=== register_file ===
==> register_file/final_clocks.png <==
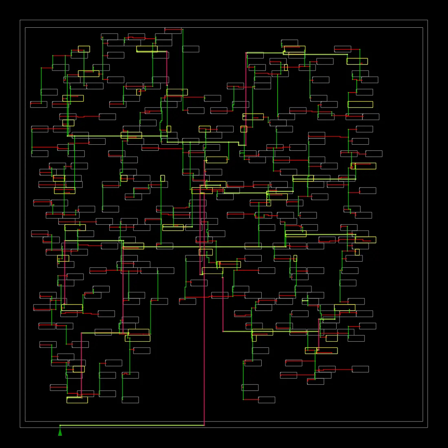

--- src/rtl/register_file.sv ---
// ============================================================================
// Module   : register_file (with storage cell Register)
// Brief    : 16x16 register file, one synchronous write port and two
//            combinational read ports with write-through bypass.
//            Optional macro REGFILE_ZERO_REG_EN hardwires entry 0 to zero.
// Revision : 1.0 - initial release
// ============================================================================
`default_nettype none

module Register #(
  parameter int WIDTH = 16
) (
  input  logic             clk,
  input  logic             rst_n,
  input  logic             i_en,
  input  logic [WIDTH-1:0] i_d,
  output logic [WIDTH-1:0] o_q
);

  logic [WIDTH-1:0] r_q;

  always_ff @(posedge clk) begin
    if (!rst_n) begin
      r_q <= '0;
    end else if (i_en) begin
      r_q <= i_d;
    end
  end

  assign o_q = r_q;

endmodule

module register_file #(
  parameter int WIDTH  = 16,
  parameter int ADDR_W = 4
) (
  input  logic              clk,
  input  logic              rst_n,
  input  logic              we,
  input  logic [ADDR_W-1:0] sel_in,
  input  logic [ADDR_W-1:0] sel_o1,
  input  logic [ADDR_W-1:0] sel_o2,
  input  logic [WIDTH-1:0]  in,
  output logic [WIDTH-1:0]  o1,
  output logic [WIDTH-1:0]  o2
);

  localparam int c_DEPTH = 2**ADDR_W;

  logic [WIDTH-1:0] w_q [c_DEPTH];
  logic             w_byp_ok;

  genvar gi;
  generate
    for (gi = 0; gi < c_DEPTH; gi++) begin : g_regs
`ifdef REGFILE_ZERO_REG_EN
      if (gi == 0) begin : g_zero
        assign w_q[gi] = '0;
      end else begin : g_cell
        Register #(.WIDTH(WIDTH)) u_reg (
          .clk   (clk),
          .rst_n (rst_n),
          .i_en  (we && (sel_in == ADDR_W'(gi))),
          .i_d   (in),
          .o_q   (w_q[gi])
        );
      end
`else
      Register #(.WIDTH(WIDTH)) u_reg (
        .clk   (clk),
        .rst_n (rst_n),
        .i_en  (we && (sel_in == ADDR_W'(gi))),
        .i_d   (in),
        .o_q   (w_q[gi])
      );
`endif
    end
  endgenerate

  // With the zero register, a write to address 0 must not bypass either.
`ifdef REGFILE_ZERO_REG_EN
  assign w_byp_ok = we && (sel_in != '0);
`else
  assign w_byp_ok = we;
`endif

  always_comb begin
    o1 = '0;
    o2 = '0;
    if (rst_n) begin
      o1 = (w_byp_ok && (sel_o1 == sel_in)) ? in : w_q[sel_o1];
      o2 = (w_byp_ok && (sel_o2 == sel_in)) ? in : w_q[sel_o2];
    end
  end

endmodule

`default_nettype wire

--- config.mk ---
export PLATFORM = sky130hd
export DESIGN_NAME = register_file
export DESIGN_NICKNAME = d
export VERILOG_FILES = /design/src/rtl/register_file.sv
export SDC_FILE = /design/constraint.sdc
export NUM_CORES = 1
export LEC_CHECK = 0
export CORE_MARGIN = 2
export CORE_UTILIZATION = 45
export DETAILED_ROUTE_END_ITERATION = 10
export PLACE_DENSITY = 0.69
export SYNTH_ARGS = -nofsm -noshare
export SYNTH_HDL_FRONTEND = slang
export SYNTH_SLANG_ARGS = --single-unit
--- constraint.sdc ---
create_clock -name clk -period 2.7 [get_ports clk]
set_input_delay 0.405 -clock clk [delete_from_list [all_inputs] [get_ports clk]]
set_output_delay 0.405 -clock clk [all_outputs]
set_load 0.02 [all_outputs]
=== mem_stage ===
===== config.mk =====
export PLATFORM = sky130hd
export DESIGN_NAME = mem_stage
export DESIGN_NICKNAME = d
export VERILOG_FILES = /design/src/rtl/pipe_pkg.sv /design/src/rtl/mem_wb_reg.sv /design/src/rtl/mem_stage.sv
export SDC_FILE = /design/constraint.sdc
export NUM_CORES = 1
export LEC_CHECK = 0
export ABC_AREA = 1
export CORE_MARGIN = 2
export CORE_UTILIZATION = 32
export CTS_BUF_LIST = sky130_fd_sc_hd__clkbuf_8
export DETAILED_ROUTE_END_ITERATION = 6
export PLACE_DENSITY = 0.9
export SLEW_MARGIN = 20
export SYNTH_ARGS = -nofsm -noshare
export SYNTH_HDL_FRONTEND = slang
export SYNTH_SLANG_ARGS = --single-unit

===== constraint.sdc =====
create_clock -name clk -period 1.1 [get_ports clk]
set_input_delay 0.165 -clock clk [delete_from_list [all_inputs] [get_ports clk]]
set_output_delay 0.165 -clock clk [all_outputs]
set_load 0.005 [all_outputs]

===== src/rtl/pipe_pkg.sv =====
// Shared types for the MEM stage: FSM state, alignment mask and the MEM/WB field bundle.
package pipe_pkg;

    typedef enum logic [0:0] {
        IDLE = 1'b0,
        BUSY = 1'b1
    } mem_state_t;

    localparam logic [31:0] ALIGN_MASK = 32'h0000_0003;

    typedef struct packed {
        logic        regWrite;
        logic        memtoReg;
        logic [4:0]  writeReg;
        logic [31:0] readData;
        logic [31:0] aluOut;
    } mem_wb_t;

endpackage


===== src/rtl/mem_wb_reg.sv =====
// MEM/WB pipeline register; a stalled cycle inserts a bubble and keeps the data fields.
import pipe_pkg::*;

module mem_wb_reg (
    input  logic    clk,
    input  logic    rst_n,
    input  logic    bubble,
    input  logic    loadAck,
    input  mem_wb_t d,
    output mem_wb_t q
);

    always_ff @(posedge clk) begin
        if (!rst_n) begin
            q <= '0;
        end else if (bubble) begin
            q.regWrite <= 1'b0;
            q.memtoReg <= 1'b0;
        end else begin
            q.regWrite <= d.regWrite;
            q.memtoReg <= d.memtoReg;
            q.writeReg <= d.writeReg;
            q.aluOut   <= d.aluOut;
            // Load data only moves on a completed load; otherwise the last value is held.
            if (loadAck) begin
                q.readData <= d.readData;
            end
        end
    end

endmodule


===== src/rtl/mem_stage.sv =====
// MEM stage: issues loads/stores on the data bus, stalls the pipeline while the
// memory is slow, aborts on timeout and drives the MEM/WB register.
import pipe_pkg::*;

module mem_stage #(
    parameter int TIMEOUT = 16,
    parameter int CNT_W   = 5
) (
    input  logic        clk,
    input  logic        rst_n,
    input  logic        RegWriteM,
    input  logic        MemtoRegM,
    input  logic        MemWriteM,
    input  logic [4:0]  WriteRegM,
    input  logic [31:0] ALUOutM,
    input  logic [31:0] WriteDataM,
    output logic        dmem_req,
    output logic        dmem_we,
    output logic [31:0] dmem_addr,
    output logic [31:0] dmem_wdata,
    input  logic [31:0] dmem_rdata,
    input  logic        dmem_ack,
    output logic        StallM,
    output logic        RegWriteW,
    output logic        MemtoRegW,
    output logic [4:0]  WriteRegW,
    output logic [31:0] ReadDataW,
    output logic [31:0] ALUOutW,
    output logic [31:0] ResultW,
    output logic        misalign_err,
    output logic        bus_err
);

    // Bus handshake: dmem_req is raised with stable dmem_we/addr/wdata and held until
    // the cycle dmem_ack = 1, which completes the access in that same cycle; an ack
    // seen while no request is outstanding is ignored.

    mem_state_t     state, stateNext;
    logic [CNT_W-1:0] cnt, cntNext;
    logic           memop, isLoad, dualOp, misaligned;
    logic           reqInt, stallInt, abort, misal, loadAck;
    mem_wb_t        wbD, wbQ;

    assign memop      = MemtoRegM | MemWriteM;
    assign dualOp     = MemtoRegM & MemWriteM;
    assign isLoad     = MemtoRegM & ~MemWriteM;
    assign misaligned = memop && ((ALUOutM & ALIGN_MASK) != 32'd0);

    always_comb begin
        stateNext = state;
        cntNext   = cnt;
        reqInt    = 1'b0;
        stallInt  = 1'b0;
        abort     = 1'b0;
        misal     = 1'b0;
        loadAck   = 1'b0;
        case (state)
            IDLE: begin
                if (memop) begin
                    if (misaligned) begin
                        misal = 1'b1;
                    end else begin
                        reqInt = 1'b1;
                        if (dmem_ack) begin
                            loadAck = isLoad;
                        end else begin
                            stallInt  = 1'b1;
                            stateNext = BUSY;
                            cntNext   = CNT_W'(1);
                        end
                    end
                end
            end
            BUSY: begin
                // The request stays up in the final waiting cycle, so a last-moment ack still completes.
                reqInt = 1'b1;
                if (dmem_ack) begin
                    loadAck   = isLoad;
                    stateNext = IDLE;
                    cntNext   = '0;
                end else if (cnt >= CNT_W'(TIMEOUT)) begin
                    abort     = 1'b1;
                    stateNext = IDLE;
                    cntNext   = '0;
                end else begin
                    stallInt = 1'b1;
                    cntNext  = cnt + CNT_W'(1);
                end
            end
            default: begin
                stateNext = IDLE;
                cntNext   = '0;
            end
        endcase
        if (!rst_n) begin
            reqInt   = 1'b0;
            stallInt = 1'b0;
            loadAck  = 1'b0;
        end
    end

    always_ff @(posedge clk) begin
        if (!rst_n) begin
            state        <= IDLE;
            cnt          <= '0;
            misalign_err <= 1'b0;
            bus_err      <= 1'b0;
        end else begin
            state        <= stateNext;
            cnt          <= cntNext;
            misalign_err <= misal;
            bus_err      <= abort;
        end
    end

    assign dmem_req   = reqInt;
    assign dmem_we    = reqInt & MemWriteM;
    assign dmem_addr  = ALUOutM;
    assign dmem_wdata = WriteDataM;
    assign StallM     = stallInt;

    // A store-and-load encoding is treated as a store, so it never writes a register.
    always_comb begin
        wbD          = '0;
        wbD.regWrite = RegWriteM & ~dualOp & ~misal & ~abort;
        wbD.memtoReg = isLoad;
        wbD.writeReg = WriteRegM;
        wbD.readData = dmem_rdata;
        wbD.aluOut   = ALUOutM;
    end

    mem_wb_reg u_mem_wb_reg (
        .clk     (clk),
        .rst_n   (rst_n),
        .bubble  (stallInt),
        .loadAck (loadAck),
        .d       (wbD),
        .q       (wbQ)
    );

    assign RegWriteW = wbQ.regWrite;
    assign MemtoRegW = wbQ.memtoReg;
    assign WriteRegW = wbQ.writeReg;
    assign ReadDataW = wbQ.readData;
    assign ALUOutW   = wbQ.aluOut;
    assign ResultW   = wbQ.memtoReg ? wbQ.readData : wbQ.aluOut;

endmodule



==> layout pictures side by side <==
Met1 routing.
picture 1
Bar = 20 um. Cells faint in the background.
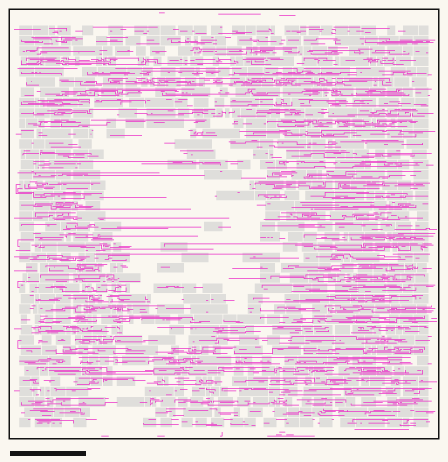
picture 2
Bar = 50 um. Cells faint in the background.
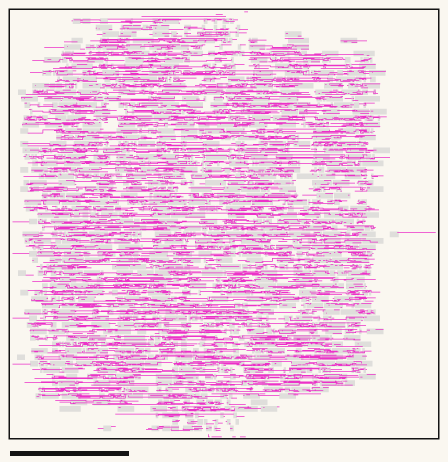
- picture 2 = register_file
- picture 1 = mem_stage

Key to picture 2:
wire length on this layer: 18,000 um
longest straight run: 49.7 um
nets with wire on the layer: 1,537
share of all routed wire: 39%
main direction: horizontal

==> register_file/met4.png <==
Bar = 50 um.
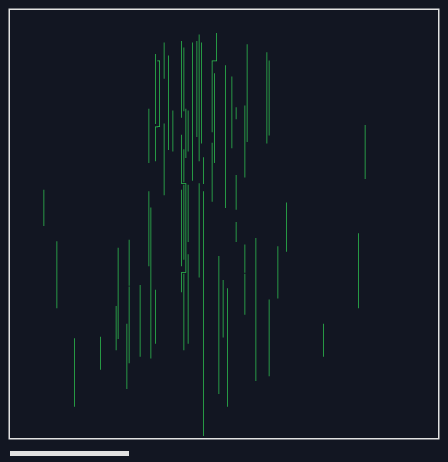
longest straight run: 103 um
nets with wire on the layer: 39
wire length on this layer: 1,970 um

## Picture notes: register_file/final_clocks.png
Clk power: 3950 uW
Late-Pin Clk Latency: 0.55 ns
CTS Sinks: 256

==> Changelog: implementation, register_file <==
## Flow update

* Share of cells above drive strength 1 at 24.1%
* Dpl hpwl at approximately 30,000 um
* Number of detailed-route iterations in the first pass at 5
* Worst Path Max Fanout at 3
* Antenna Cells at 0
* Chip footprint at 32,400 um2
* Setup TNS at 0 ns
* Max Clock Skew at 0 ns
* Final instance area at 16,700 um2
* Hold Crit Depth at 2
* Seq area share at 30.7%
* Gate Count Post-Synth at 1,496
* R2R Setup Slk at 1.97 ns
* Status: finished clean
* Total CTS buffers at 28
* IO Pins at 63
* Crit share post-route at 99.3%
* Flip-flops at 256
* Logic power comb at 956 uW
* Antenna violations before repair at 1
* Least-Margin Pin Slew at 0.939 ns
* Layout Nets at between 1,500 and 2,000
* Final Max Tran Viols at 0
* Register area share after synthesis at between 30 and 40%
* Pwr dens at ~520 nW/um2
* First-pass GRT wire length at 71,500 um
* Commonest cells in the netlist: nand2_1 (557), dfxtp_1 (256), a21boi_0 (137)
* Slowest stage delay, CP at 0.47 ns
* Comb area leader: multiplexers
* Max Cap Viol at 0
* Initial DRC Count at 1,481
* Bufs and invs on worst path at 3
* Clk root buf: clkbuf_16
* M1 wire length at 18,000 um
* Critical path's slowest cell: clkdlybuf4s50_1
* WL/cell at 23.2 um
* TAP cells at 396
* Global Route Usage Sum at between 20% and 30%
* WHS at 0.470 ns
* Pre-CTS setup slack at -0.504 ns
* Yosys adder share at 0%
* Die Wd at between 150 and 200 um
* Most numerous logic cell after layout: nand2_1
==> mem_stage/final_clocks.png <==
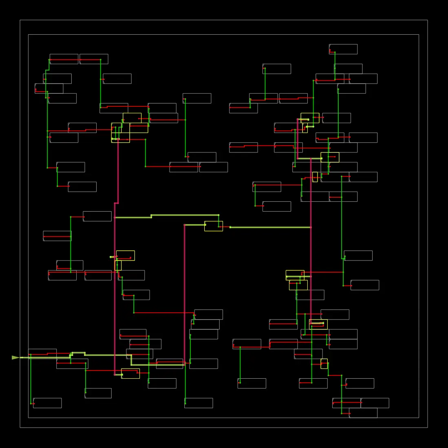
Late-Pin Clk Latency: 0.36 ns
total CTS buffers: 9
clock buf count: 11

==> mem_stage/met2.png <==
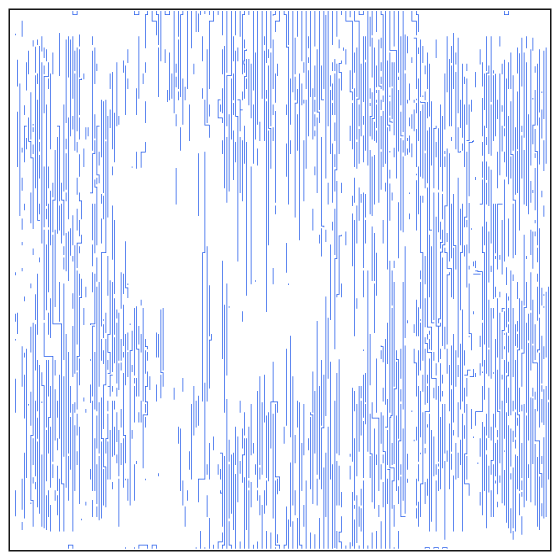
nets with wire on the layer: 827
wire length on this layer: 10,700 um

==> Changelog: implementation, mem_stage <==
## Flow update

* Status: finished with violations
* Failing checks: negative setup slack
* Non-Filler Instances at 945
* Crit path launch: u_mem_wb_reg.q[69]
* Yosys simple share at a little over a fifth
* Final Max Tran Viols at 0
* Compound-gate portion of the synthesized area at 5.32%
* Post-Route Utilization at 76.6%
* Clk root buf: clkbuf_8
* Init Core Util at approximately 33%
* Flip-flops at 79
* Post-DRT Antenna Nets at 0
* RR Endpoint: u_mem_wb_reg.q[15]
* WP depth at 4
* Met3 usage at under 10%
* Pwr dens at 839 nW/um2
* Required time of the critical path at 0.94 ns
* Area of the mapped netlist at roughly 3800 um2
* Multiplexer share at 9.51%
* Die height at around 110 um
* Congestion Overflow GR at 0
* Worst path cell trace: buf_8 -> buf_16 -> mux2_4 -> buf_6
* Max Cap Viol at 0
* Number of detailed-route iterations in the first pass at 5
* Worst setup SP type: flop
* Sw Share at 28.2%
* Seq area share at 19.1%
* CP Data Arrival Time at ~1.5 ns
* Final-layout clock-cell area share at 2.01%
* R2R Setup Slk at -0.39 ns
* Pint at between 5000 and 6000 uW
* Area share, top type at 41.7%
* Sequential group power at 3100 uW
* Top class by area: buffers
* Biggest registers after layout: u_mem_wb_reg.q (71), cnt (5)
* Yosys warns at 0
* Antenna Cells at 0
* Port bufs at 214
* Hold EP: u_mem_wb_reg.q[10]
* Highest-power group: registers
* Chip footprint at 12,700 um2
* Final setup margin at -0.564 ns
* Synth flops at 79
* Setup bufs post-CTS at 49
* Hold WC Path Type: in -> reg
* Post-CTS sizing at roughly 770
* Most flops, register: u_mem_wb_reg.q
* CTS tree: built
* Post-Synth XOR/XNOR Area at 0%
* Core Area at about 11,000 um2
* Placed Instances at about 850
* Register area share after synthesis at 41.7%
* Synth Flop Type: dfxtp_1
* Dpl hpwl at 9550 um
* TAP cells at around 140
* # setup viols final at 113
* Global routing's busiest layer: met2
* Worst VDD drop at ~0.62 mV
* Switch Pwr at 2070 uW
* Crit path capture: ResultW[18]
* Final wirelength at 20,700 um
* CP top delay family: flip-flops
* Pre-CTS setup slack at -0.820 ns
* Buffering overhead at 50.2%
* Max reg flops at roughly 70
* Dpl cell area at between 6000 and 7000 um2
* EDFF count, synth at 0
* Global placer's final weighted congestion at 0.816


## Gallery

Signal wires on met3.
Plate I
Bar = 20 um.
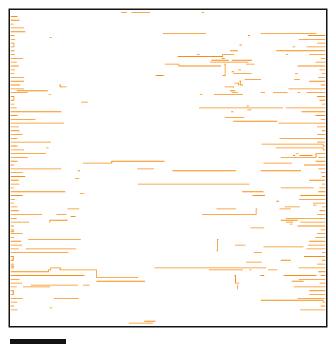
Plate II
Bar = 50 um.
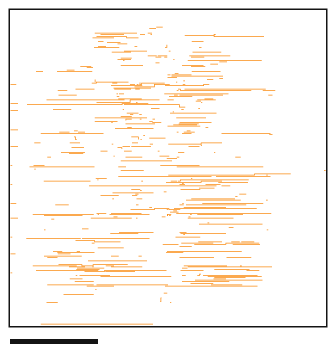
Plate II is register_file.
Plate I is mem_stage.

Key to Plate I:
main direction: horizontal
share of all routed wire: 7.2%
longest straight run: 39.6 um
wire length on this layer: 1,480 um
nets with wire on the layer: 192

Power is estimated from default activity; no workload was simulated.
